=== design 1 ===
==> design_1/detail.png <==
The bar under the picture is 10 microns long. Region (6, 2) to (31, 27) microns. Cells in grey, sequential cells in the stronger grey; small squares are vias.
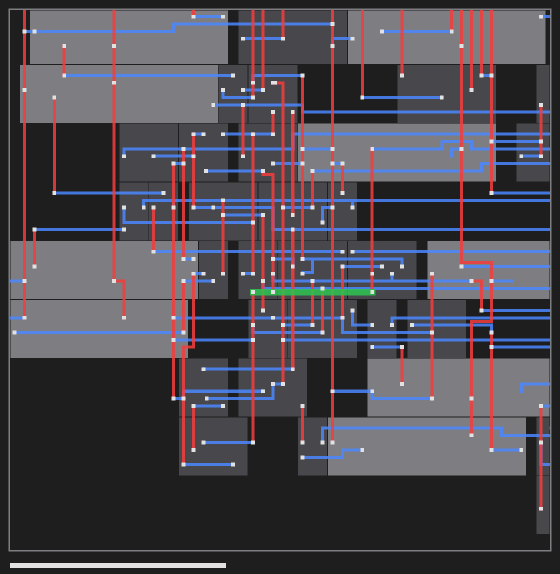

==> config.mk <==
export PLATFORM = sky130hd
export DESIGN_NAME = uart_rx_core
export DESIGN_NICKNAME = d
export VERILOG_FILES = /design/src/rtl/uart_rx_core.sv
export SDC_FILE = /design/constraint.sdc
export NUM_CORES = 1
export LEC_CHECK = 0
export CORE_ASPECT_RATIO = 0.75
export CORE_MARGIN = 2
export CORE_UTILIZATION = 50
export DETAILED_ROUTE_END_ITERATION = 6
export PLACE_DENSITY = 0.77
export SYNTH_ARGS = -nofsm -noshare
export SYNTH_HDL_FRONTEND = slang
export SYNTH_SLANG_ARGS = --single-unit
==> constraint.sdc <==
create_clock -name clk -period 2.1 [get_ports clk]
set_clock_uncertainty 0.1 [all_clocks]
set_input_delay 0.315 -clock clk [delete_from_list [all_inputs] [get_ports clk]]
set_output_delay 0.315 -clock clk [all_outputs]
set_load 0.1 [all_outputs]
==> src/rtl/uart_rx_core.sv <==
// 8N1 UART receiver: samples rxd at bit centres using a system-clock divider,
// emits one-cycle valid / framing-error strobes and holds the last good byte.
module uart_rx_core #(
    parameter int CLK_HZ = 50_000_000,
    parameter int BAUD   = 9600
) (
    input  logic       clk,
    input  logic       rst,
    input  logic       rxd,
    output logic [7:0] rx_data,
    output logic       rx_valid,
    output logic       rx_frame_err,
    output logic       rx_busy
);

    localparam int DIV  = CLK_HZ / BAUD;
    localparam int HALF = DIV / 2;
    localparam int CW   = (DIV > 1) ? $clog2(DIV) : 1;

    typedef enum logic [2:0] {
        S_IDLE  = 3'd0,
        S_START = 3'd1,
        S_DATA  = 3'd2,
        S_STOP  = 3'd3,
        S_BREAK = 3'd4
    } state_t;

    state_t          r_state;
    state_t          w_next_state;
    logic            r_rxd_meta;
    logic            r_rxd_s;
    logic [CW-1:0]   r_cnt;
    logic [2:0]      r_bit_idx;
    logic [7:0]      r_shift;
    logic [7:0]      r_rx_data;
    logic            r_rx_valid;
    logic            r_rx_frame_err;
    logic            r_rx_busy;
    logic            w_half_tick;
    logic            w_bit_tick;
    logic            w_sample_data;
    logic            w_cnt_clr;
    logic            w_valid_nxt;
    logic            w_ferr_nxt;
    logic            w_busy_nxt;

    assign w_half_tick = (r_cnt == CW'(HALF - 1));
    assign w_bit_tick  = (r_cnt == CW'(DIV - 1));

    // Two-flop synchronizer; idle-high reset keeps a fresh reset from seeing a start bit
    always_ff @(posedge clk or posedge rst) begin
        if (rst) begin
            r_rxd_meta <= 1'b1;
            r_rxd_s    <= 1'b1;
        end else begin
            r_rxd_meta <= rxd;
            r_rxd_s    <= r_rxd_meta;
        end
    end

    // State register
    always_ff @(posedge clk or posedge rst) begin
        if (rst) begin
            r_state <= S_IDLE;
        end else begin
            r_state <= w_next_state;
        end
    end

    // Next-state logic
    always_comb begin
        w_next_state = r_state;
        case (r_state)
            S_IDLE: begin
                if (!r_rxd_s) w_next_state = S_START;
                else          w_next_state = S_IDLE;
            end
            S_START: begin
                if (w_half_tick) w_next_state = r_rxd_s ? S_IDLE : S_DATA;
                else             w_next_state = S_START;
            end
            S_DATA: begin
                if (w_bit_tick && (r_bit_idx == 3'd7)) w_next_state = S_STOP;
                else                                    w_next_state = S_DATA;
            end
            S_STOP: begin
                // IDLE is re-entered mid stop bit so a back-to-back start edge is caught
                if (w_bit_tick) w_next_state = r_rxd_s ? S_IDLE : S_BREAK;
                else            w_next_state = S_STOP;
            end
            S_BREAK: begin
                if (r_rxd_s) w_next_state = S_IDLE;
                else         w_next_state = S_BREAK;
            end
            default: w_next_state = S_IDLE;
        endcase
    end

    // Output and datapath control decode
    always_comb begin
        w_valid_nxt   = 1'b0;
        w_ferr_nxt    = 1'b0;
        w_sample_data = 1'b0;
        if ((r_state == S_STOP) && w_bit_tick) begin
            w_valid_nxt = r_rxd_s;
            w_ferr_nxt  = ~r_rxd_s;
        end else begin
            w_valid_nxt = 1'b0;
            w_ferr_nxt  = 1'b0;
        end
        if ((r_state == S_DATA) && w_bit_tick) begin
            w_sample_data = 1'b1;
        end else begin
            w_sample_data = 1'b0;
        end
        w_busy_nxt = (w_next_state != S_IDLE);
        w_cnt_clr  = (w_next_state != r_state) || w_sample_data;
    end

    // Bit-timing counter, bit index and receive shift register
    always_ff @(posedge clk or posedge rst) begin
        if (rst) begin
            r_cnt     <= {CW{1'b0}};
            r_bit_idx <= 3'd0;
            r_shift   <= 8'h00;
        end else begin
            if ((r_state == S_IDLE) || (r_state == S_BREAK) || w_cnt_clr) begin
                r_cnt <= {CW{1'b0}};
            end else begin
                r_cnt <= r_cnt + CW'(1);
            end
            if (r_state == S_START) begin
                r_bit_idx <= 3'd0;
            end else if (w_sample_data) begin
                r_bit_idx <= r_bit_idx + 3'd1;
            end else begin
                r_bit_idx <= r_bit_idx;
            end
            if (w_sample_data) begin
                r_shift <= {r_rxd_s, r_shift[7:1]};
            end else begin
                r_shift <= r_shift;
            end
        end
    end

    // Registered outputs; rx_data only moves on a good stop bit
    always_ff @(posedge clk or posedge rst) begin
        if (rst) begin
            r_rx_data      <= 8'h00;
            r_rx_valid     <= 1'b0;
            r_rx_frame_err <= 1'b0;
            r_rx_busy      <= 1'b0;
        end else begin
            r_rx_valid     <= w_valid_nxt;
            r_rx_frame_err <= w_ferr_nxt;
            r_rx_busy      <= w_busy_nxt;
            if (w_valid_nxt) begin
                r_rx_data <= r_shift;
            end else begin
                r_rx_data <= r_rx_data;
            end
        end
    end

    assign rx_data      = r_rx_data;
    assign rx_valid     = r_rx_valid;
    assign rx_frame_err = r_rx_frame_err;
    assign rx_busy      = r_rx_busy;

endmodule
=== design 2 ===
--- config.mk ---
export PLATFORM = sky130hd
export DESIGN_NAME = ad7357_driver
export DESIGN_NICKNAME = d
export VERILOG_FILES = /design/src/rtl/ad7357_driver.sv
export SDC_FILE = /design/constraint.sdc
export NUM_CORES = 1
export LEC_CHECK = 0
export CAP_MARGIN = 20
export CELL_PAD_IN_SITES_DETAIL_PLACEMENT = 0
export CELL_PAD_IN_SITES_GLOBAL_PLACEMENT = 2
export CORE_ASPECT_RATIO = 0.8
export CORE_MARGIN = 4
export CORE_UTILIZATION = 42
export DETAILED_ROUTE_END_ITERATION = 8
export PLACE_DENSITY_LB_ADDON = 0.1
export SYNTH_ARGS = -nofsm -noshare
export SYNTH_HDL_FRONTEND = slang
export SYNTH_SLANG_ARGS = --single-unit
--- constraint.sdc ---
create_clock -name i_clk -period 4 [get_ports i_clk]
set_input_delay 0.8 -clock i_clk [delete_from_list [all_inputs] [get_ports i_clk]]
set_output_delay 0.8 -clock i_clk [all_outputs]
set_load 0.05 [all_outputs]
--- src/rtl/ad7357_driver.sv ---
`default_nettype none
// ============================================================================
// Module   : ad7357_driver
// Function : AD7357 conversion sequencer and dual-lane serial receiver.
// Revision : 1.0
// ============================================================================
module ad7357_driver #(
    parameter int unsigned CAPTURE_LAT = 3,
    parameter int unsigned TCS_SETUP   = 1,
    parameter int unsigned TQUIET      = 2
) (
    input  logic        i_clk,
    input  logic        i_rst,
    input  logic        i_start,
    output logic        o_busy,
    output logic        o_ctl_cken,
    output logic        o_adc_cs_n,
    input  logic        i_adc_sdata_a,
    input  logic        i_adc_sdata_b,
    output logic [13:0] o_data_a,
    output logic [13:0] o_data_b,
    output logic        o_valid,
    output logic        o_err_lead
);

    typedef enum logic [1:0] {
        S_IDLE     = 2'd0,
        S_CS_SETUP = 2'd1,
        S_CLOCKING = 2'd2,
        S_QUIET    = 2'd3
    } state_t;

    localparam int unsigned c_end_int    = (CAPTURE_LAT > 0) ? CAPTURE_LAT + 15 : 15;
    localparam logic [5:0]  c_cnt_end    = 6'(c_end_int);
    localparam logic [5:0]  c_cap_lat    = 6'(CAPTURE_LAT);
    localparam logic [5:0]  c_cs_last    = 6'(TCS_SETUP - 1);
    localparam logic [5:0]  c_quiet_last = 6'(TQUIET - 1);
    localparam logic [5:0]  c_sclk_cnt   = 6'd16;

    state_t      r_state;
    logic [5:0]  r_cnt;
    logic [15:0] r_shift_a;
    logic [15:0] r_shift_b;

    state_t      w_state_nxt;
    logic [5:0]  w_cnt_nxt;
    logic [5:0]  w_cap_idx;
    logic        w_capture;
    logic        w_done;
    logic [15:0] w_shift_a_nxt;
    logic [15:0] w_shift_b_nxt;
    logic        w_busy_nxt;
    logic        w_cs_n_nxt;
    logic        w_cken_nxt;
    logic        w_err_nxt;

    // Before the window r_cnt - CAPTURE_LAT wraps to >= 33, so one compare bounds both ends.
    assign w_cap_idx     = r_cnt - c_cap_lat;
    assign w_capture     = (r_state == S_CLOCKING) && (w_cap_idx < c_sclk_cnt);
    assign w_shift_a_nxt = w_capture ? {r_shift_a[14:0], i_adc_sdata_a} : r_shift_a;
    assign w_shift_b_nxt = w_capture ? {r_shift_b[14:0], i_adc_sdata_b} : r_shift_b;

    always_comb begin
        w_state_nxt = r_state;
        w_cnt_nxt   = r_cnt + 6'd1;
        w_done      = 1'b0;
        case (r_state)
            S_IDLE: begin
                w_cnt_nxt = '0;
                if (i_start) begin
                    w_state_nxt = S_CS_SETUP;
                end
            end
            S_CS_SETUP: begin
                if (r_cnt == c_cs_last) begin
                    w_state_nxt = S_CLOCKING;
                    w_cnt_nxt   = '0;
                end
            end
            S_CLOCKING: begin
                if (r_cnt == c_cnt_end) begin
                    w_state_nxt = S_QUIET;
                    w_cnt_nxt   = '0;
                    w_done      = 1'b1;
                end
            end
            S_QUIET: begin
                if (r_cnt == c_quiet_last) begin
                    w_state_nxt = S_IDLE;
                    w_cnt_nxt   = '0;
                end
            end
            default: begin
                w_state_nxt = S_IDLE;
                w_cnt_nxt   = '0;
            end
        endcase

        // Outputs are registered, so they are decoded from the next state.
        w_busy_nxt = (w_state_nxt != S_IDLE);
        w_cs_n_nxt = (w_state_nxt == S_IDLE) || (w_state_nxt == S_QUIET);
        w_cken_nxt = (w_state_nxt == S_CLOCKING) && (w_cnt_nxt < c_sclk_cnt);
        w_err_nxt  = w_done && ((|w_shift_a_nxt[15:14]) || (|w_shift_b_nxt[15:14]));
    end

    always_ff @(posedge i_clk or posedge i_rst) begin
        if (i_rst) begin
            r_state    <= S_IDLE;
            r_cnt      <= '0;
            r_shift_a  <= '0;
            r_shift_b  <= '0;
            o_busy     <= 1'b0;
            o_adc_cs_n <= 1'b1;
            o_ctl_cken <= 1'b0;
            o_valid    <= 1'b0;
            o_err_lead <= 1'b0;
            o_data_a   <= '0;
            o_data_b   <= '0;
        end else begin
            r_state    <= w_state_nxt;
            r_cnt      <= w_cnt_nxt;
            r_shift_a  <= w_shift_a_nxt;
            r_shift_b  <= w_shift_b_nxt;
            o_busy     <= w_busy_nxt;
            o_adc_cs_n <= w_cs_n_nxt;
            o_ctl_cken <= w_cken_nxt;
            o_valid    <= w_done;
            o_err_lead <= w_err_nxt;
            // The last bit lands on the same edge, so publish the next-shift value.
            if (w_done) begin
                o_data_a <= w_shift_a_nxt[13:0];
                o_data_b <= w_shift_b_nxt[13:0];
            end
        end
    end

endmodule
`default_nettype wire

==> design_2/flops_by_reg.png <==
The bar under the picture is 20 microns long. Other sequential cells in the stronger grey, the rest of the logic in the fainter grey.
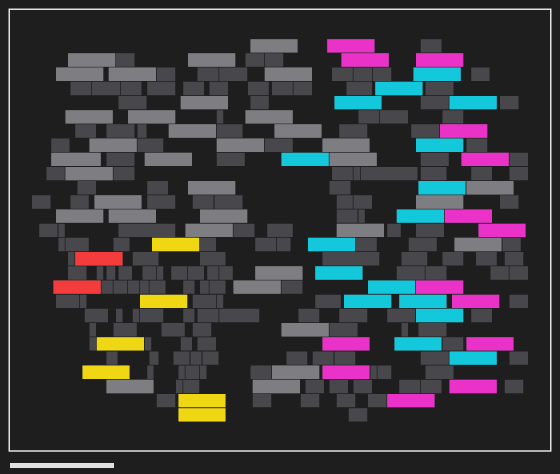
`o_data_b`: drawn in magenta, sequential cells 14. `r_shift_b`: drawn in cyan, sequential cells 16. `r_state`: drawn in red, sequential cells 2. `r_cnt`: drawn in yellow, sequential cells 6.

==> results_dict.tcl, design 2 <==
# place-and-route summary
set metrics [dict create \
    h-tree-depth 3 \
    ys_top_cells_by_count "dfrtp_1, mux2_2, mux2_4, inv_1, nor2_1" \
    run_status "completed" \
    synth.distinct_cells 34 \
    crit_family "AND-OR/OR-AND gates" \
    grt_setup_unrepaired "false" \
    ys_top_cells_by_area "dfrtp_1, mux2_2, mux2_4, ha_1, buf_6" \
    wl_microns 5010 \
    max_slew.worst_pin.slew_ns 0.898 \
    p_sw_frac 0.314 \
    drtPass1Iterations 4 \
    cts_tree "yes" \
    reg2reg_depth 7 \
    cp_cell_sequence "ha_1 > nand4b_1 > o211ai_2 > a31oi_4 > buf_4 > mux2_4 > mux2_2" \
    largestRegisters "r_shift_a (16), r_shift_b (16)" \
    drc 0 \
    clk_share 0.0629 \
    p_seq_mw 1.14 \
    grt_max_degree 74 \
    dpl.cell_count 317 \
    die_w_microns 103 \
    worstSkewPairLatency_ns 0.33 \
    via_per_inst 4.95 \
    switchingPower_uw 876 \
]
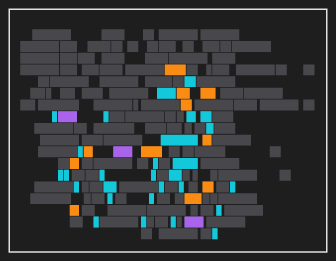
(design_1/logic_types.png)
AND and OR gates: drawn in orange, cells 11, most used and3_1. adder and majority cells: drawn in purple, cells 3, most used ha_1. NOR gates: drawn in cyan, cells 28, most used nor2_1.

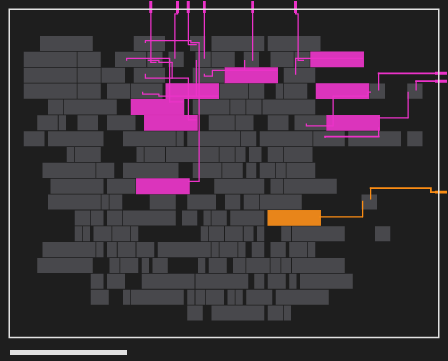
(design_1/io_fan.png)
The bar under the picture is 20 microns long.
`rx_frame_err`: drawn in orange, bits 1, direction output, end cells 1, buffers 1, wire 23.9 microns. `rx_data`: drawn in magenta, bits 8, direction output, end cells 8, buffers 8, wire 233 microns.

## Picture notes: design_1/detail.png
metal 2: drawn in red. metal 3: drawn in green. metal 1: drawn in blue.
34 logic cells have their middle in the window. Most frequent: dfrtp_1 (8), nor2_1 (7). Netlist names of flops here include `r_cnt` (7). Sequential cells in the window: 9.

==> results_dict.tcl, design 1 <==
# place-and-route summary
set metrics [dict create \
    run_status "complete, but fails checks" \
    violations "setup timing" \
    mux_area_frac 0.127 \
    setup_viol 1 \
    wl_per_cell_microns 15.1 \
    clkSinkCount 40 \
    n_all_buffers 24 \
    powerClk_uw 461 \
    dpl.cell_count 197 \
    ys_top_cells_by_count "dfrtp_1, nor2_1, mux2_2, mux2_4" \
    top_area_cell "dfrtp_1" \
    top_layer_used "met4" \
    switchingPower_uw 253 \
    path_depth 6 \
    clock.fmax_ghz 0.471 \
    syn_area_sq_um 1810 \
    cts_tree "yes" \
    grt_overflow 0 \
    vias 1127 \
    instances_no_fill 205 \
    cts-resized-gates 0 \
    rows 18 \
    seq_area_sq_um 1000 \
    n_clock_buffer 6 \
    xor_share 0.0581 \
    numCtsBuffers 5 \
    comb_area_share 0.365 \
    critPathArrivalTime_ns 2.18 \
    holdWs_ns 0.264 \
    finalWorstSetupSlack_ns -0.0230 \
    p_total_mw 1.26 \
    adder_share 0.0208 \
    core_sq_um 3380 \
    intPower_mw 1.00 \
]

==> screenshots <==
Track usage over the die.
panel A
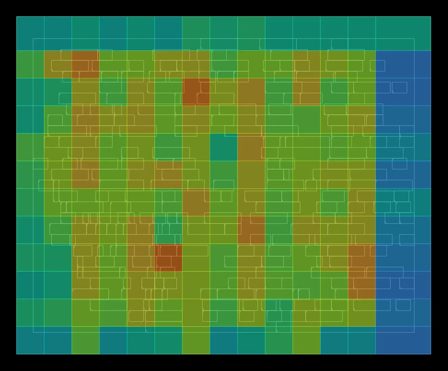
panel B
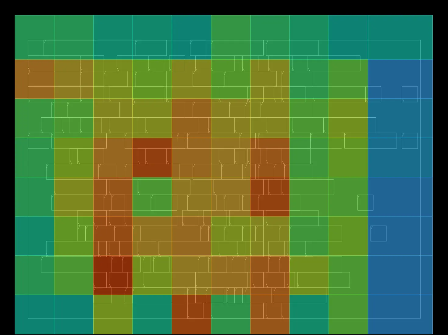
| picture | from |
|---|---|
| panel B | design 1 |
| panel A | design 2 |
The one with the highest utilization is panel B.


=== design 3 ===
==> design_3/io_fan.png <==
The bar under the picture is 20 microns long.
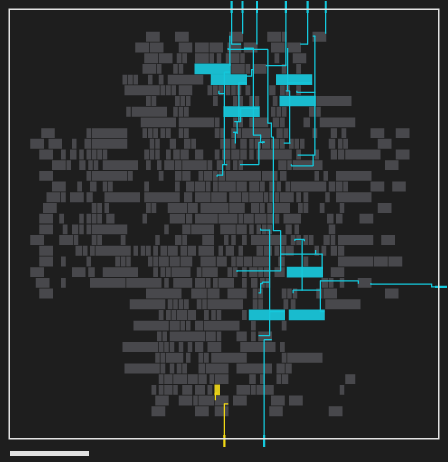

$ cat src/rtl/sort4_ctrl.sv
// sort4_ctrl: sequential 4-element bubble sorter. One comparison per clock
// through a single shared unsigned comparator, with early exit once a pass
// completes without swapping. Equal elements are never swapped (stable).
//
// Handshake: start is only looked at in IDLE; the edge that sees start=1
// captures din0..din3 and begins sorting. busy is high for every comparison
// cycle, done pulses for one cycle when the result in dout0..dout3 is final,
// and the result holds until the next accepted start. start is ignored
// while busy or done.

// Shared WIDTH-bit unsigned magnitude comparator (the 8-bit comparator when
// WIDTH=8). Exactly one of lt/gt/eq is high.
module sort4_cmp #(
  parameter int WIDTH = 8
) (
  input  logic [WIDTH-1:0] a,
  input  logic [WIDTH-1:0] b,
  output logic             lt,
  output logic             gt,
  output logic             eq
);

  // Pure combinational magnitude compare
  always_comb begin
    lt = (a < b);
    gt = (a > b);
    eq = (a == b);
  end

endmodule

module sort4_ctrl #(
  parameter int WIDTH = 8
) (
  input  logic             clk,
  input  logic             rst,
  input  logic             start,
  input  logic [WIDTH-1:0] din0,
  input  logic [WIDTH-1:0] din1,
  input  logic [WIDTH-1:0] din2,
  input  logic [WIDTH-1:0] din3,
  output logic [WIDTH-1:0] dout0,
  output logic [WIDTH-1:0] dout1,
  output logic [WIDTH-1:0] dout2,
  output logic [WIDTH-1:0] dout3,
  output logic             busy,
  output logic             done,
  output logic [2:0]       swap_cnt,
  output logic [1:0]       state_dbg
);

  localparam logic [1:0] S_IDLE = 2'd0;
  localparam logic [1:0] S_CMP  = 2'd1;
  localparam logic [1:0] S_DONE = 2'd2;

  logic [1:0]       state_q, state_d;
  logic [WIDTH-1:0] r0_q, r0_d;
  logic [WIDTH-1:0] r1_q, r1_d;
  logic [WIDTH-1:0] r2_q, r2_d;
  logic [WIDTH-1:0] r3_q, r3_d;
  logic [2:0]       swap_cnt_q, swap_cnt_d;
  logic [1:0]       pass_q, pass_d;
  logic [1:0]       j_q, j_d;
  // Set once any swap has happened in the current pass
  logic             pass_swap_q, pass_swap_d;

  logic [WIDTH-1:0] cmp_a;
  logic [WIDTH-1:0] cmp_b;
  logic             cmp_lt;
  logic             cmp_gt;
  logic             cmp_eq;
  logic             pass_last;
  logic             pass_any_swap;

  // Operand mux: present r[j] and r[j+1] to the shared comparator
  always_comb begin
    cmp_a = r0_q;
    cmp_b = r1_q;
    case (j_q)
      2'd1: begin
        cmp_a = r1_q;
        cmp_b = r2_q;
      end
      2'd2: begin
        cmp_a = r2_q;
        cmp_b = r3_q;
      end
      default: begin
        cmp_a = r0_q;
        cmp_b = r1_q;
      end
    endcase
  end

  sort4_cmp #(
    .WIDTH (WIDTH)
  ) u_cmp (
    .a  (cmp_a),
    .b  (cmp_b),
    .lt (cmp_lt),
    .gt (cmp_gt),
    .eq (cmp_eq)
  );

  // Pass bookkeeping: last index of pass p is 2-p; the pass swap flag
  // includes a swap made on this very comparison.
  always_comb begin
    pass_last     = (j_q == (2'd2 - pass_q));
    pass_any_swap = pass_swap_q | cmp_gt;
  end

  // Next-state and datapath update; lt and eq both mean "leave in place"
  always_comb begin
    state_d     = state_q;
    r0_d        = r0_q;
    r1_d        = r1_q;
    r2_d        = r2_q;
    r3_d        = r3_q;
    swap_cnt_d  = swap_cnt_q;
    pass_d      = pass_q;
    j_d         = j_q;
    pass_swap_d = pass_swap_q;
    case (state_q)
      S_IDLE: begin
        if (start) begin
          r0_d        = din0;
          r1_d        = din1;
          r2_d        = din2;
          r3_d        = din3;
          swap_cnt_d  = 3'd0;
          pass_d      = 2'd0;
          j_d         = 2'd0;
          pass_swap_d = 1'b0;
          state_d     = S_CMP;
        end
      end
      S_CMP: begin
        if (cmp_gt) begin
          swap_cnt_d = swap_cnt_q + 3'd1;
          case (j_q)
            2'd1: begin
              r1_d = r2_q;
              r2_d = r1_q;
            end
            2'd2: begin
              r2_d = r3_q;
              r3_d = r2_q;
            end
            default: begin
              r0_d = r1_q;
              r1_d = r0_q;
            end
          endcase
        end
        if (pass_last) begin
          if (!pass_any_swap || (pass_q == 2'd2)) begin
            state_d = S_DONE;
          end else begin
            pass_d      = pass_q + 2'd1;
            j_d         = 2'd0;
            pass_swap_d = 1'b0;
          end
        end else begin
          j_d         = j_q + 2'd1;
          pass_swap_d = pass_any_swap;
        end
      end
      S_DONE: begin
        state_d = S_IDLE;
      end
      default: begin
        state_d = S_IDLE;
      end
    endcase
  end

  // State registers with asynchronous active-high reset
  always_ff @(posedge clk or posedge rst) begin
    if (rst) begin
      state_q     <= S_IDLE;
      r0_q        <= '0;
      r1_q        <= '0;
      r2_q        <= '0;
      r3_q        <= '0;
      swap_cnt_q  <= 3'd0;
      pass_q      <= 2'd0;
      j_q         <= 2'd0;
      pass_swap_q <= 1'b0;
    end else begin
      state_q     <= state_d;
      r0_q        <= r0_d;
      r1_q        <= r1_d;
      r2_q        <= r2_d;
      r3_q        <= r3_d;
      swap_cnt_q  <= swap_cnt_d;
      pass_q      <= pass_d;
      j_q         <= j_d;
      pass_swap_q <= pass_swap_d;
    end
  end

  // Outputs decode directly from registered state, so reset clears them at once
  always_comb begin
    dout0     = r0_q;
    dout1     = r1_q;
    dout2     = r2_q;
    dout3     = r3_q;
    swap_cnt  = swap_cnt_q;
    busy      = (state_q == S_CMP);
    done      = (state_q == S_DONE);
    state_dbg = state_q;
  end

endmodule

$ cat config.mk
export PLATFORM = sky130hd
export DESIGN_NAME = sort4_ctrl
export DESIGN_NICKNAME = d
export VERILOG_FILES = /design/src/rtl/sort4_ctrl.sv
export SDC_FILE = /design/constraint.sdc
export NUM_CORES = 1
export LEC_CHECK = 0
export ABC_AREA = 1
export CAP_MARGIN = 10
export CORE_MARGIN = 5
export CORE_UTILIZATION = 30
export CTS_BUF_LIST = sky130_fd_sc_hd__clkbuf_8
export DETAILED_ROUTE_END_ITERATION = 10
export PLACE_DENSITY = 0.65
export SYNTH_ARGS = -nofsm -noshare
export SYNTH_HDL_FRONTEND = slang
export SYNTH_HIERARCHICAL = 1
export SYNTH_SLANG_ARGS = --single-unit
$ cat constraint.sdc
create_clock -name clk -period 2.6 [get_ports clk]
set_input_delay 0.39 -clock clk [delete_from_list [all_inputs] [get_ports clk]]
set_output_delay 0.39 -clock clk [all_outputs]
set_load 0.005 [all_outputs]
=== design 4 ===
===== src/rtl/ctrl_pipe_reg.sv =====
// ctrl_pipe_reg -- DEPTH-stage control-word pipeline with stall, flush and an
// occupancy count.
//
// Each stage holds a valid bit and a WIDTH-bit control word. Stage 0 captures
// the incoming word and the last stage drives the outputs straight from flops.
// The word of an invalid stage is always zero, so a bubble never asserts a
// control bit downstream. Flush takes priority over stall.
//
// Ports:
//   clk       - sole clock, rising edge
//   rst_n     - asynchronous active-low reset, clears every stage and the count
//   stall     - holds every stage; the input word is dropped
//   flush     - clears every stage (wins over stall)
//   valid_i   - data_i carries a live control word
//   data_i    - control word entering stage 0 (ignored when valid_i=0)
//   valid_o   - valid bit of the last stage
//   data_o    - control word of the last stage
//   occupancy - registered number of valid stages (0..DEPTH)
module ctrl_pipe_reg #(
  parameter int WIDTH = 3,
  parameter int DEPTH = 1,
  parameter int CW    = $clog2(DEPTH + 1)
) (
  input  logic             clk,
  input  logic             rst_n,
  input  logic             stall,
  input  logic             flush,
  input  logic             valid_i,
  input  logic [WIDTH-1:0] data_i,
  output logic             valid_o,
  output logic [WIDTH-1:0] data_o,
  output logic [CW-1:0]    occupancy
);

  localparam int LAST = DEPTH - 1;

  // Stage k lives in bit k of vld and slice [k*WIDTH +: WIDTH] of wordVec,
  // so advancing the pipe is a left shift with the new stage 0 OR-ed in.
  // This keeps DEPTH=1 free of empty or negative-width selects.
  logic [DEPTH-1:0]       vld;
  logic [DEPTH*WIDTH-1:0] wordVec;

  logic [WIDTH-1:0] inWord;
  logic             lastValid;
  logic [CW-1:0]    occNext;

  assign inWord    = valid_i ? data_i : '0;
  assign lastValid = vld[LAST];

  // On an advancing edge one word may enter and the last one leaves.
  always_comb begin
    occNext = occupancy;
    if (valid_i && !lastValid) begin
      occNext = occupancy + CW'(1);
    end else if (!valid_i && lastValid) begin
      occNext = occupancy - CW'(1);
    end
  end

  always_ff @(posedge clk or negedge rst_n) begin
    if (!rst_n) begin
      vld       <= '0;
      wordVec   <= '0;
      occupancy <= '0;
    end else if (flush) begin
      vld       <= '0;
      wordVec   <= '0;
      occupancy <= '0;
    end else if (!stall) begin
      vld       <= (vld << 1) | DEPTH'(valid_i);
      wordVec   <= (wordVec << WIDTH) | (DEPTH*WIDTH)'(inWord);
      occupancy <= occNext;
    end
  end

  assign valid_o = lastValid;
  assign data_o  = wordVec[LAST*WIDTH +: WIDTH];

endmodule

===== config.mk =====
export PLATFORM = sky130hd
export DESIGN_NAME = ctrl_pipe_reg
export DESIGN_NICKNAME = d
export VERILOG_FILES = /design/src/rtl/ctrl_pipe_reg.sv
export SDC_FILE = /design/constraint.sdc
export NUM_CORES = 1
export LEC_CHECK = 0
export ABC_AREA = 1
export CAP_MARGIN = 20
export CELL_PAD_IN_SITES_DETAIL_PLACEMENT = 1
export CELL_PAD_IN_SITES_GLOBAL_PLACEMENT = 1
export CORE_AREA = 3 3 40 42
export CTS_CLUSTER_SIZE = 10
export DETAILED_ROUTE_END_ITERATION = 6
export DIE_AREA = 0 0 43 45
export PLACE_DENSITY_LB_ADDON = 0.15
export SYNTH_ARGS = -nofsm -noshare
export SYNTH_HDL_FRONTEND = slang
export SYNTH_SLANG_ARGS = --single-unit

===== constraint.sdc =====
create_clock -name clk -period 2.3 [get_ports clk]
set_input_delay 0.46 -clock clk [delete_from_list [all_inputs] [get_ports clk]]
set_output_delay 0.46 -clock clk [all_outputs]
set_load 0.005 [all_outputs]


## Gallery

A small window of the routed layout.
Plate I
The bar under the picture is 10 microns long. Region (15, 15) to (40, 40) microns. Cells in grey, sequential cells in the stronger grey; small squares are vias.
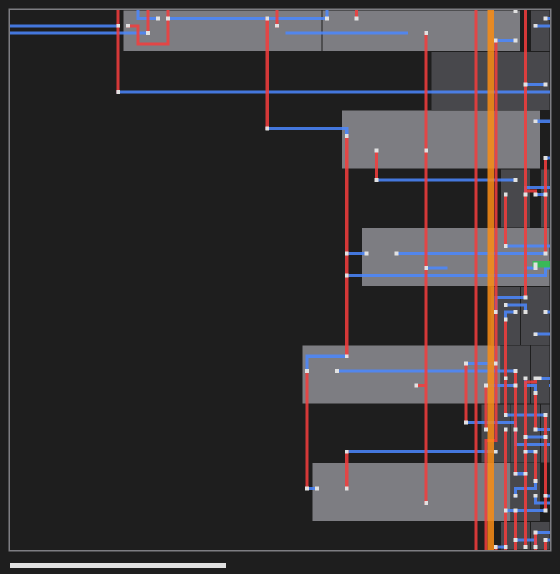
Plate II
The bar under the picture is 10 microns long. Region (0, 0) to (25, 25) microns. Cells in grey, sequential cells in the stronger grey; small squares are vias.
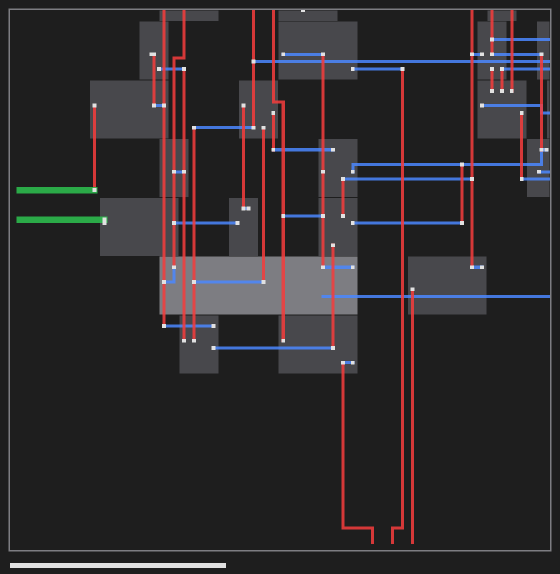
Plate II comes from design 4.
Plate I comes from design 3.
The one with the largest die is Plate I.

==> design_3/flops_by_reg.png <==
The bar under the picture is 20 microns long. Other sequential cells in the stronger grey, the rest of the logic in the fainter grey.
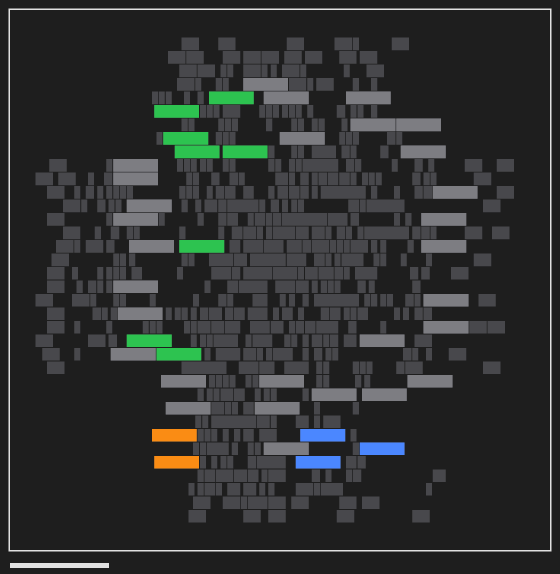
`pass_q`: drawn in orange, sequential cells 2. `dout2`: drawn in green, sequential cells 8. `swap_cnt`: drawn in blue, sequential cells 3.
sequential cell area: 1050 sq um
flop share of the area: 0.249

About design_3/io_fan.png:
`done`: drawn in yellow, bits 1, direction output, end cells 1, buffers 1, wire 11.4 microns. `dout1`: drawn in cyan, bits 8, direction output, end cells 8, buffers 8, wire 478 microns.
I/O pin count: 74
Port Buffers: 73

==> results_dict.tcl, design 3 <==
# place-and-route summary
set metrics [dict create \
    grt_pass1_wl_microns 14900 \
    wl_microns 9640 \
    buffer_area_frac 0.221 \
    cts-resized-gates 23 \
    finalWorstSetupSlack_ns -0.0973 \
    run_status "complete, but fails checks" \
    fin_util 0.438 \
    die_w_microns 109 \
    finalCritPeriodShare 1.04 \
    clk_pin_slew_worst_paths_ns 0.08 \
    setup_viol 36 \
    reg2reg_depth 16 \
    h-tree-depth 2 \
    final_area_sq_um 4220 \
    violations "setup timing" \
]
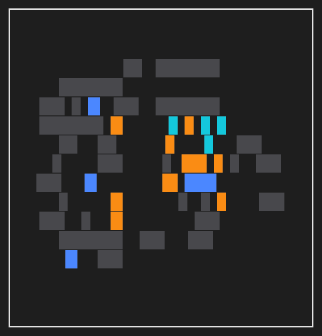
(design_4/logic_types.png)
NAND gates: drawn in orange, cells 9, most used nand2_1, where centre. inverting AOI/OAI gates: drawn in blue, cells 4, most used o21ai_1. NOR gates: drawn in cyan, cells 4, most used nor2_1.
multi-input combinational area share: 0.219
Commonest Layout Cell: clkdlybuf4s50_1
Non-Filler Instances: 60

==> results_dict.tcl, design 4 <==
# place-and-route summary
set metrics [dict create \
    required_ns 1.84 \
    final_nets 54 \
    grt.busiest_layer "met2" \
    core_sq_um 1280 \
    simple_gate_share 0.255 \
    mux_area_frac 0 \
    clk_share 0.0648 \
    reg2reg_depth 5 \
    path_depth 1 \
    syn_area_sq_um 240 \
    fp_util 0.187 \
    dr_wl_met2_microns 374 \
    buffer_area_frac 0.296 \
    async_flop_share 1.00 \
    grt_pass1_vias 253 \
    grt_overflow 0 \
    worst_path_max_delay_cell "clkdlybuf4s50_1" \
    max_slew.worst_pin.slew_ns 0.255 \
    h-tree-depth 1 \
    top_area_cell "dfrtp_1" \
    n_clock_buffer 4 \
    holdWs_ns 0.457 \
    hold_class "in2async" \
    grt_usage 0.0852 \
    run_status "completed" \
    top_layer_used "met4" \
    root_buffer "clkbuf_4" \
    rrSetupSlack_ns 1.45 \
    fp.dieArea_sq_um 1940 \
    numCtsBuffers 3 \
    dominant_cells "flip-flops and latches" \
    postSynthCellCount 29 \
    rows 13 \
    xor_share 0 \
    cp_cell_sequence "clkdlybuf4s50_1" \
    m1WireLength_microns 254 \
    finalCritPeriodShare 0.688 \
]

=== design 5 ===
==> design_5/detail.png <==
The bar under the picture is 10 microns long. Region (12, 12) to (37, 37) microns. Cells in grey, sequential cells in the stronger grey; small squares are vias.
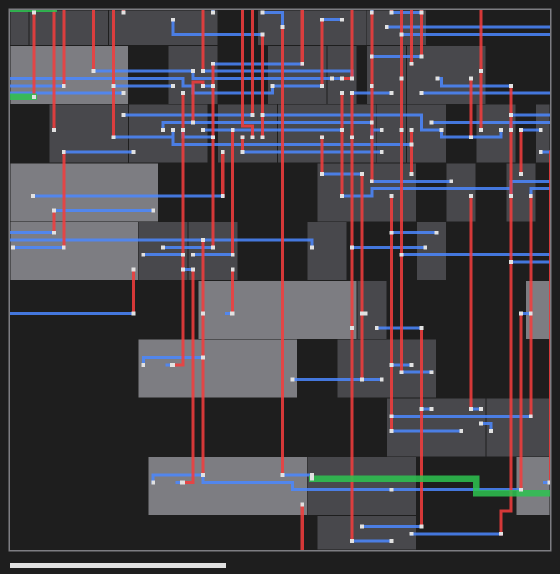

$ cat config.mk
export PLATFORM = sky130hd
export DESIGN_NAME = camera_clock_sched_flat
export DESIGN_NICKNAME = d
export VERILOG_FILES = /design/src/rtl/camera_pkg.sv /design/src/rtl/camera_clock_sched_if.sv /design/src/rtl/camera_edge_detect.sv /design/src/rtl/camera_clock_sched.sv /design/src/flat_wrapper.sv
export SDC_FILE = /design/constraint.sdc
export NUM_CORES = 1
export LEC_CHECK = 0
export CORE_MARGIN = 5
export CORE_UTILIZATION = 40
export CTS_CLUSTER_DIAMETER = 120
export DETAILED_ROUTE_END_ITERATION = 10
export GPL_TIMING_DRIVEN = 0
export PLACE_DENSITY = 0.69
export SLEW_MARGIN = 15
export SYNTH_ARGS = -nofsm -noshare
export SYNTH_HDL_FRONTEND = slang
export SYNTH_HIERARCHICAL = 1
export SYNTH_SLANG_ARGS = --single-unit
$ cat constraint.sdc
create_clock -name clock -period 3.25 [get_ports clock]
set_input_delay 0.65 -clock clock [delete_from_list [all_inputs] [get_ports clock]]
set_output_delay 0.65 -clock clock [all_outputs]
set_load 0.02 [all_outputs]
$ cat src/rtl/camera_pkg.sv
// Shared types and default widths for the gated camera clock scheduler.
package camera_pkg;

  localparam int CAM_DIV_W = 8;
  localparam int CAM_CNT_W = 16;

  typedef enum logic [1:0] {
    IDLE  = 2'd0,
    ARMED = 2'd1,
    RUN   = 2'd2,
    DONE  = 2'd3
  } cam_sched_state_t;

endpackage

$ cat src/rtl/camera_clock_sched_if.sv
// Configuration handshake bundle: the capture controller offers a divide
// ratio and burst length, the scheduler accepts it while idle.
interface camera_clock_sched_if
  import camera_pkg::*;
#(
  parameter int DIV_W = CAM_DIV_W,
  parameter int CNT_W = CAM_CNT_W
);
  logic             cfg_valid;
  logic             cfg_ready;
  logic [DIV_W-1:0] cfg_div_half;
  logic [CNT_W-1:0] cfg_burst_len;

  modport master (output cfg_valid, output cfg_div_half, output cfg_burst_len, input cfg_ready);
  modport slave  (input cfg_valid, input cfg_div_half, input cfg_burst_len, output cfg_ready);
endinterface

$ cat src/rtl/camera_edge_detect.sv
// Rising-edge detector for a clock-synchronous strobe; rise is high in the
// cycle the input is first seen high.
module camera_edge_detect (
  input  logic clock,
  input  logic reset,
  input  logic strobe,
  output logic rise
);

  logic strobe_q;

  // previous-cycle sample of the strobe
  always_ff @(posedge clock) begin
    if (reset) begin
      strobe_q <= 1'b0;
    end else begin
      strobe_q <= strobe;
    end
  end

  assign rise = strobe & ~strobe_q;

endmodule

$ cat src/rtl/camera_clock_sched.sv
// Trigger-aligned camera clock: after a configuration is accepted, waits for
// a trigger edge and emits exactly burst_len 50 % duty periods of cam_clk.
module camera_clock_sched
  import camera_pkg::*;
#(
  parameter int DIV_W = CAM_DIV_W,
  parameter int CNT_W = CAM_CNT_W
) (
  input  logic                   clock,
  input  logic                   reset,
  camera_clock_sched_if.slave    cfg,
  input  logic                   trigger,
  input  logic                   abort,
  output logic                   cam_clk,
  output logic                   cam_clk_rise,
  output logic                   armed,
  output logic                   busy,
  output logic                   done,
  output logic [CNT_W-1:0]       periods,
  output logic                   trig_overrun
);

  cam_sched_state_t state_q, state_d;
  logic [DIV_W-1:0] div_cnt_q, div_cnt_d;
  logic [DIV_W-1:0] div_half_q, div_half_d;
  logic [CNT_W-1:0] burst_len_q, burst_len_d;
  logic [CNT_W-1:0] periods_q, periods_d;
  logic             cam_clk_q, cam_clk_d;
  logic             rise_q, rise_d;
  logic             overrun_q, overrun_d;
  logic             armed_q, busy_q, done_q;
  logic             trig_rise;

  camera_edge_detect u_trig_edge (
    .clock  (clock),
    .reset  (reset),
    .strobe (trigger),
    .rise   (trig_rise)
  );

  // next-state, divider and period counting
  always_comb begin
    state_d     = state_q;
    div_cnt_d   = div_cnt_q;
    div_half_d  = div_half_q;
    burst_len_d = burst_len_q;
    periods_d   = periods_q;
    cam_clk_d   = cam_clk_q;
    rise_d      = 1'b0;
    overrun_d   = trig_rise && ((state_q == RUN) || (state_q == DONE));

    if (abort) begin
      state_d   = IDLE;
      cam_clk_d = 1'b0;
      div_cnt_d = {DIV_W{1'b0}};
    end else begin
      case (state_q)
        IDLE: begin
          if (cfg.cfg_valid) begin
            state_d     = ARMED;
            div_half_d  = (cfg.cfg_div_half == {DIV_W{1'b0}}) ? DIV_W'(1) : cfg.cfg_div_half;
            burst_len_d = cfg.cfg_burst_len;
            periods_d   = {CNT_W{1'b0}};
          end else begin
            state_d = IDLE;
          end
        end
        ARMED: begin
          if (!trig_rise) begin
            state_d = ARMED;
          end else if (burst_len_q == {CNT_W{1'b0}}) begin
            state_d = DONE;
          end else begin
            state_d   = RUN;
            cam_clk_d = 1'b1;
            rise_d    = 1'b1;
            div_cnt_d = {DIV_W{1'b0}};
          end
        end
        RUN: begin
          if (div_cnt_q != (div_half_q - DIV_W'(1))) begin
            div_cnt_d = div_cnt_q + DIV_W'(1);
          end else begin
            div_cnt_d = {DIV_W{1'b0}};
            // the completion check happens at the end of a low phase so the
            // final period keeps its full 50 % duty
            if (cam_clk_q) begin
              cam_clk_d = 1'b0;
              periods_d = periods_q + CNT_W'(1);
            end else if (periods_q == burst_len_q) begin
              state_d = DONE;
            end else begin
              cam_clk_d = 1'b1;
              rise_d    = 1'b1;
            end
          end
        end
        DONE: begin
          state_d = IDLE;
        end
        default: begin
          state_d   = IDLE;
          cam_clk_d = 1'b0;
        end
      endcase
    end
  end

  // state and output registers
  always_ff @(posedge clock) begin
    if (reset) begin
      state_q     <= IDLE;
      div_cnt_q   <= {DIV_W{1'b0}};
      div_half_q  <= DIV_W'(1);
      burst_len_q <= {CNT_W{1'b0}};
      periods_q   <= {CNT_W{1'b0}};
      cam_clk_q   <= 1'b0;
      rise_q      <= 1'b0;
      overrun_q   <= 1'b0;
      armed_q     <= 1'b0;
      busy_q      <= 1'b0;
      done_q      <= 1'b0;
    end else begin
      state_q     <= state_d;
      div_cnt_q   <= div_cnt_d;
      div_half_q  <= div_half_d;
      burst_len_q <= burst_len_d;
      periods_q   <= periods_d;
      cam_clk_q   <= cam_clk_d;
      rise_q      <= rise_d;
      overrun_q   <= overrun_d;
      armed_q     <= (state_d == ARMED);
      busy_q      <= (state_d == RUN) || (state_d == DONE);
      done_q      <= (state_d == DONE);
    end
  end

  assign cfg.cfg_ready  = (state_q == IDLE);
  assign cam_clk        = cam_clk_q;
  assign cam_clk_rise   = rise_q;
  assign armed          = armed_q;
  assign busy           = busy_q;
  assign done           = done_q;
  assign periods        = periods_q;
  assign trig_overrun   = overrun_q;

endmodule

$ cat src/flat_wrapper.sv
// flat-port wrapper written by rule: the top's interface ports become plain ports
module camera_clock_sched_flat import camera_pkg::*;
#(
  parameter int DIV_W = CAM_DIV_W,
  parameter int CNT_W = CAM_CNT_W
)
  (clock, reset, trigger, abort, cam_clk, cam_clk_rise, armed, busy, done, periods, trig_overrun, cfg_cfg_valid, cfg_cfg_div_half, cfg_cfg_burst_len, cfg_cfg_ready);
  camera_clock_sched_if #(.DIV_W(DIV_W), .CNT_W(CNT_W)) cfg_i ();
  input  logic clock;
  input  logic reset;
  input  logic trigger;
  input  logic abort;
  output logic cam_clk;
  output logic cam_clk_rise;
  output logic armed;
  output logic busy;
  output logic done;
  output logic [CNT_W-1:0] periods;
  output logic trig_overrun;
  input wire logic [$bits(cfg_i.cfg_valid)-1:0] cfg_cfg_valid;
  input wire logic [$bits(cfg_i.cfg_div_half)-1:0] cfg_cfg_div_half;
  input wire logic [$bits(cfg_i.cfg_burst_len)-1:0] cfg_cfg_burst_len;
  output wire logic [$bits(cfg_i.cfg_ready)-1:0] cfg_cfg_ready;
  assign cfg_i.cfg_valid = cfg_cfg_valid;
  assign cfg_i.cfg_div_half = cfg_cfg_div_half;
  assign cfg_i.cfg_burst_len = cfg_cfg_burst_len;
  assign cfg_cfg_ready = cfg_i.cfg_ready;
  camera_clock_sched #(.DIV_W(DIV_W), .CNT_W(CNT_W)) u_core (.clock(clock), .reset(reset), .cfg(cfg_i), .trigger(trigger), .abort(abort), .cam_clk(cam_clk), .cam_clk_rise(cam_clk_rise), .armed(armed), .busy(busy), .done(done), .periods(periods), .trig_overrun(trig_overrun));
endmodule
=== design 6 ===
<file path="config.mk">
export PLATFORM = sky130hd
export DESIGN_NAME = vga_hdmi_interface3
export DESIGN_NICKNAME = d
export VERILOG_FILES = /design/src/rtl/vga_hdmi_interface3.sv
export SDC_FILE = /design/constraint.sdc
export NUM_CORES = 1
export LEC_CHECK = 0
export CAP_MARGIN = 30
export CORE_MARGIN = 2
export CORE_UTILIZATION = 42
export CTS_CLUSTER_DIAMETER = 150
export DETAILED_ROUTE_END_ITERATION = 10
export PLACE_DENSITY_LB_ADDON = 0.05
export SETUP_SLACK_MARGIN = 0.3
export SLEW_MARGIN = 20
export SYNTH_ARGS = -nofsm -noshare
export SYNTH_HDL_FRONTEND = slang
export SYNTH_SLANG_ARGS = --single-unit
</file>
<file path="constraint.sdc">
create_clock -name clock25 -period 1.61 [get_ports clock25]
set_input_delay 0.322 -clock clock25 [delete_from_list [all_inputs] [get_ports clock25]]
set_output_delay 0.322 -clock clock25 [all_outputs]
set_load 0.02 [all_outputs]
</file>
<file path="src/rtl/vga_hdmi_interface3.sv">
// 640x480@60 display engine: VGA timing generator plus an FWFT FIFO reader that
// expands RGB565 pixels to RGB888 and registers them alongside the sync/DE outputs.

module vga_timing (
    input  logic       clock25,
    input  logic       resetn,
    output logic [9:0] pixel_x,
    output logic [9:0] pixel_y,
    output logic       video_on,
    output logic       hsync_n,
    output logic       vsync_n
);
    localparam logic [9:0] H_ACTIVE     = 10'd640;
    localparam logic [9:0] H_SYNC_START = 10'd656;
    localparam logic [9:0] H_SYNC_END   = 10'd751;
    localparam logic [9:0] H_LAST       = 10'd799;
    localparam logic [9:0] V_ACTIVE     = 10'd480;
    localparam logic [9:0] V_SYNC_START = 10'd490;
    localparam logic [9:0] V_SYNC_END   = 10'd491;
    localparam logic [9:0] V_LAST       = 10'd524;

    logic [9:0] pixel_x_q, pixel_x_d;
    logic [9:0] pixel_y_q, pixel_y_d;

    always_comb begin
        pixel_x_d = pixel_x_q + 10'd1;
        pixel_y_d = pixel_y_q;
        if (pixel_x_q == H_LAST) begin
            pixel_x_d = 10'd0;
            pixel_y_d = (pixel_y_q == V_LAST) ? 10'd0 : pixel_y_q + 10'd1;
        end
    end

    always_ff @(posedge clock25) begin
        if (!resetn) begin
            pixel_x_q <= 10'd0;
            pixel_y_q <= 10'd0;
        end else begin
            pixel_x_q <= pixel_x_d;
            pixel_y_q <= pixel_y_d;
        end
    end

    assign pixel_x  = pixel_x_q;
    assign pixel_y  = pixel_y_q;
    assign video_on = (pixel_x_q < H_ACTIVE) && (pixel_y_q < V_ACTIVE);
    assign hsync_n  = !((pixel_x_q >= H_SYNC_START) && (pixel_x_q <= H_SYNC_END));
    assign vsync_n  = !((pixel_y_q >= V_SYNC_START) && (pixel_y_q <= V_SYNC_END));
endmodule

module vga_hdmi_interface3 (
    input  logic        clock25,
    input  logic        resetn,
    input  logic        clock50,
    input  logic        empty_fifo,
    input  logic [15:0] fifo_data_in,
    output logic        fifo_read_en,
    output logic        hsync,
    output logic        vsync,
    output logic        dataEnable,
    output logic        vgaClock,
    output logic [23:0] RGBchannel
);
    typedef enum logic [1:0] {
        ST_DELAY   = 2'd0,
        ST_IDLE    = 2'd1,
        ST_DISPLAY = 2'd2
    } state_t;

    logic [9:0] pixel_x;
    logic [9:0] pixel_y;
    logic       video_on;
    logic       hsync_n;
    logic       vsync_n;

    state_t      state_q, state_d;
    logic        hsync_q, hsync_d;
    logic        vsync_q, vsync_d;
    logic        data_enable_q, data_enable_d;
    logic [23:0] rgb_q, rgb_d;

    logic unused_clock50;
    assign unused_clock50 = clock50;

    vga_timing m0 (
        .clock25  (clock25),
        .resetn   (resetn),
        .pixel_x  (pixel_x),
        .pixel_y  (pixel_y),
        .video_on (video_on),
        .hsync_n  (hsync_n),
        .vsync_n  (vsync_n)
    );

    // Handshake: empty_fifo low means fifo_data_in is valid; fifo_read_en high
    // consumes that head word at this clock edge and the FIFO presents the next one.
    assign fifo_read_en = (state_q == ST_DISPLAY) && video_on && !empty_fifo;

    always_comb begin
        state_d = state_q;
        case (state_q)
            ST_DELAY:   if (pixel_x == 10'd799) state_d = ST_IDLE;
            // Enter DISPLAY only at line end so the first pop lands on x = 0.
            ST_IDLE:    if ((pixel_x == 10'd799) && !empty_fifo) state_d = ST_DISPLAY;
            ST_DISPLAY: state_d = ST_DISPLAY;
            default:    state_d = ST_DELAY;
        endcase

        hsync_d       = hsync_n;
        vsync_d       = vsync_n;
        data_enable_d = video_on;
        rgb_d         = 24'h000000;
        if (fifo_read_en) begin
            rgb_d = {fifo_data_in[15:11], fifo_data_in[15:13],
                     fifo_data_in[10:5],  fifo_data_in[10:9],
                     fifo_data_in[4:0],   fifo_data_in[4:2]};
        end
    end

    always_ff @(posedge clock25) begin
        if (!resetn) begin
            state_q       <= ST_DELAY;
            hsync_q       <= 1'b1;
            vsync_q       <= 1'b1;
            data_enable_q <= 1'b0;
            rgb_q         <= 24'h000000;
        end else begin
            state_q       <= state_d;
            hsync_q       <= hsync_d;
            vsync_q       <= vsync_d;
            data_enable_q <= data_enable_d;
            rgb_q         <= rgb_d;
        end
    end

    assign hsync      = hsync_q;
    assign vsync      = vsync_q;
    assign dataEnable = data_enable_q;
    assign RGBchannel = rgb_q;
    assign vgaClock   = clock25;
endmodule

</file>
==> design_5/flops_by_reg.png <==
The bar under the picture is 20 microns long. Other sequential cells in the stronger grey, the rest of the logic in the fainter grey.
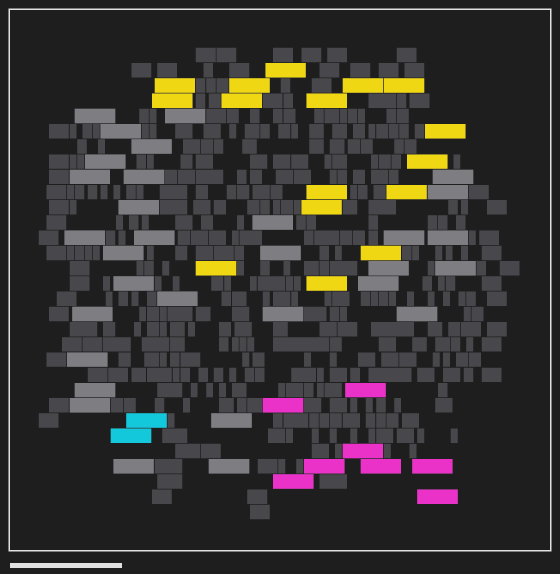
`u_core/periods`: drawn in yellow, sequential cells 16. `u_core/state_q`: drawn in cyan, sequential cells 2. `u_core/div_cnt_q`: drawn in magenta, sequential cells 8.
Another 31 sequential cells are not coloured.

About design_5/detail.png:
metal 1: drawn in blue. metal 2: drawn in red. metal 3: drawn in green.
Most frequent: dfxtp_1 (6), ha_1 (5), clkdlybuf4s50_1 (3). Sequential cells in the window: 6. Netlist names of flops here include `u_core/state_q` (2). 35 logic cells have their middle in the window.

==> results_dict.tcl, design 5 <==
# place-and-route summary
set metrics [dict create \
    period_needed_ns 2.92 \
    postSynthSeqShare 0.382 \
    via_per_inst 5.23 \
    required_ns 3.53 \
    run_status "completed" \
    reg2reg_to "u_core/periods[14]$_SDFFE_PP0P_" \
    grt_use_met2 0.263 \
    yosysMostFrequentCell "nand2_1" \
    lay_top_count "nand2_1" \
    holdWs_ns 0.485 \
    grt_usage 0.170 \
    m1WireLength_microns 3590 \
    synth.avg_cell_area_sq_um 8.14 \
    syn-num-nets 404 \
    p_clk_frac 0.385 \
]
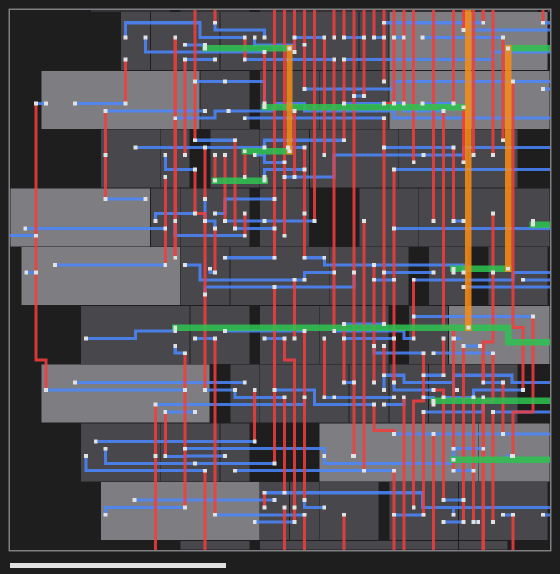
(design_6/detail.png)
The bar under the picture is 10 microns long. Region (5, 5) to (30, 30) microns. Cells in grey, sequential cells in the stronger grey; small squares are vias.
metal 4: drawn in orange. metal 3: drawn in green. metal 1: drawn in blue. metal 2: drawn in red.
Most frequent: buf_4 (8), dfxtp_1 (6), nor2_1 (5). 51 logic cells have their middle in the window. Netlist names of flops here include `m0.pixel_y` (6), `m0.pixel_x` (3). Sequential cells in the window: 9.

==> results_dict.tcl, design 6 <==
# place-and-route summary
set metrics [dict create \
    clk_share 0.0470 \
    die_w_microns 68.6 \
    run_status "complete, but fails checks" \
    path_class "reg2out" \
    xor_share 0.0599 \
    p_leak_nw 1.25 \
    die_h_microns 68.6 \
    pin_count 49 \
    worst_path_max_delay_cell "dfxtp_2" \
    vias 1631 \
    edf_count 0 \
    lay_top_count "dfxtp_1" \
    seq_area_sq_um 831 \
    finalWorstSetupSlack_ns -0.139 \
    yosysMostFrequentCell "dfxtp_1" \
    violations "setup timing" \
    top_area_frac 0.468 \
    n_clock_buffer 9 \
    comb_power_share 0.055 \
    rows 23 \
    postPlaceCellArea_sq_um 2430 \
    p_clk_frac 0.449 \
    ys_top_cells_by_count "dfxtp_1, and3_1, nor2_1, buf_4, nand2_1" \
    setup_viol 1 \
    warnings 37 \
    fp_util 0.439 \
    grt_setup_unrepaired "true" \
    wl_microns 4630 \
    final_cell_mix "dfxtp_1, buf_4, buf_2" \
    yosys.area_share.aoi 0.0442 \
    critPathCapture "fifo_read_en" \
    ir_drop_v 0.000669 \
    endpoint_kind "output pin" \
    seq_power_share 0.495 \
    grt_pass1_vias 1566 \
    buffer_area_frac 0.266 \
    fin_util 0.698 \
    max_slew.worst_pin.slew_ns 0.297 \
]

## Gallery

Gate-type map.
image #1
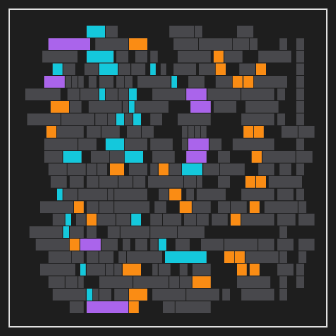
image #2
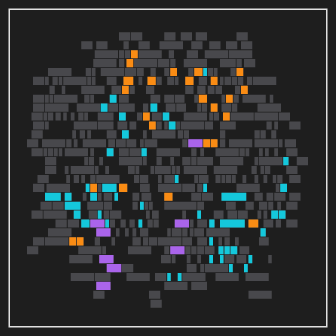
design 6 -> image #1
design 5 -> image #2
The one with the most cells is image #2.

Key to image #2:
adder and majority cells: drawn in purple, cells 8, most used ha_1. NOR gates: drawn in cyan, cells 45, most used nor2_1. AND and OR gates: drawn in orange, cells 25, most used or3_1.



==> gallery <==
Track usage over the die.
shot_01.png
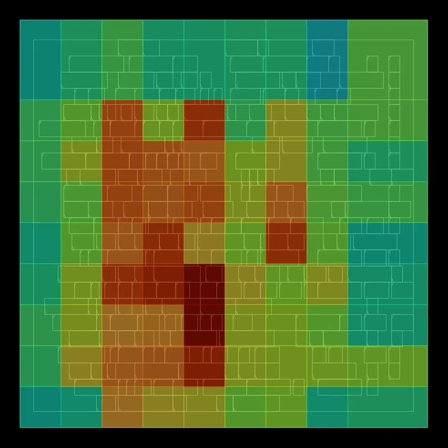
shot_02.png
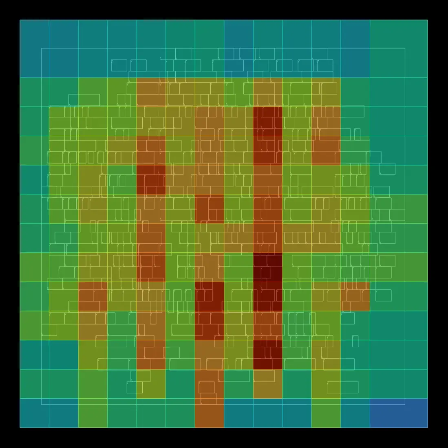
shot_03.png
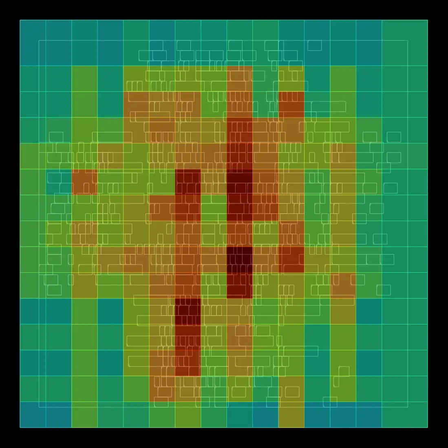
shot_04.png
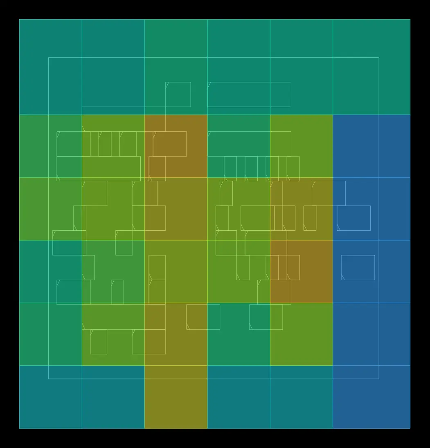
shot_02.png comes from design 5.
shot_03.png comes from design 3.
shot_04.png comes from design 4.
shot_01.png comes from design 6.
The one with the lowest utilization is shot_04.png.

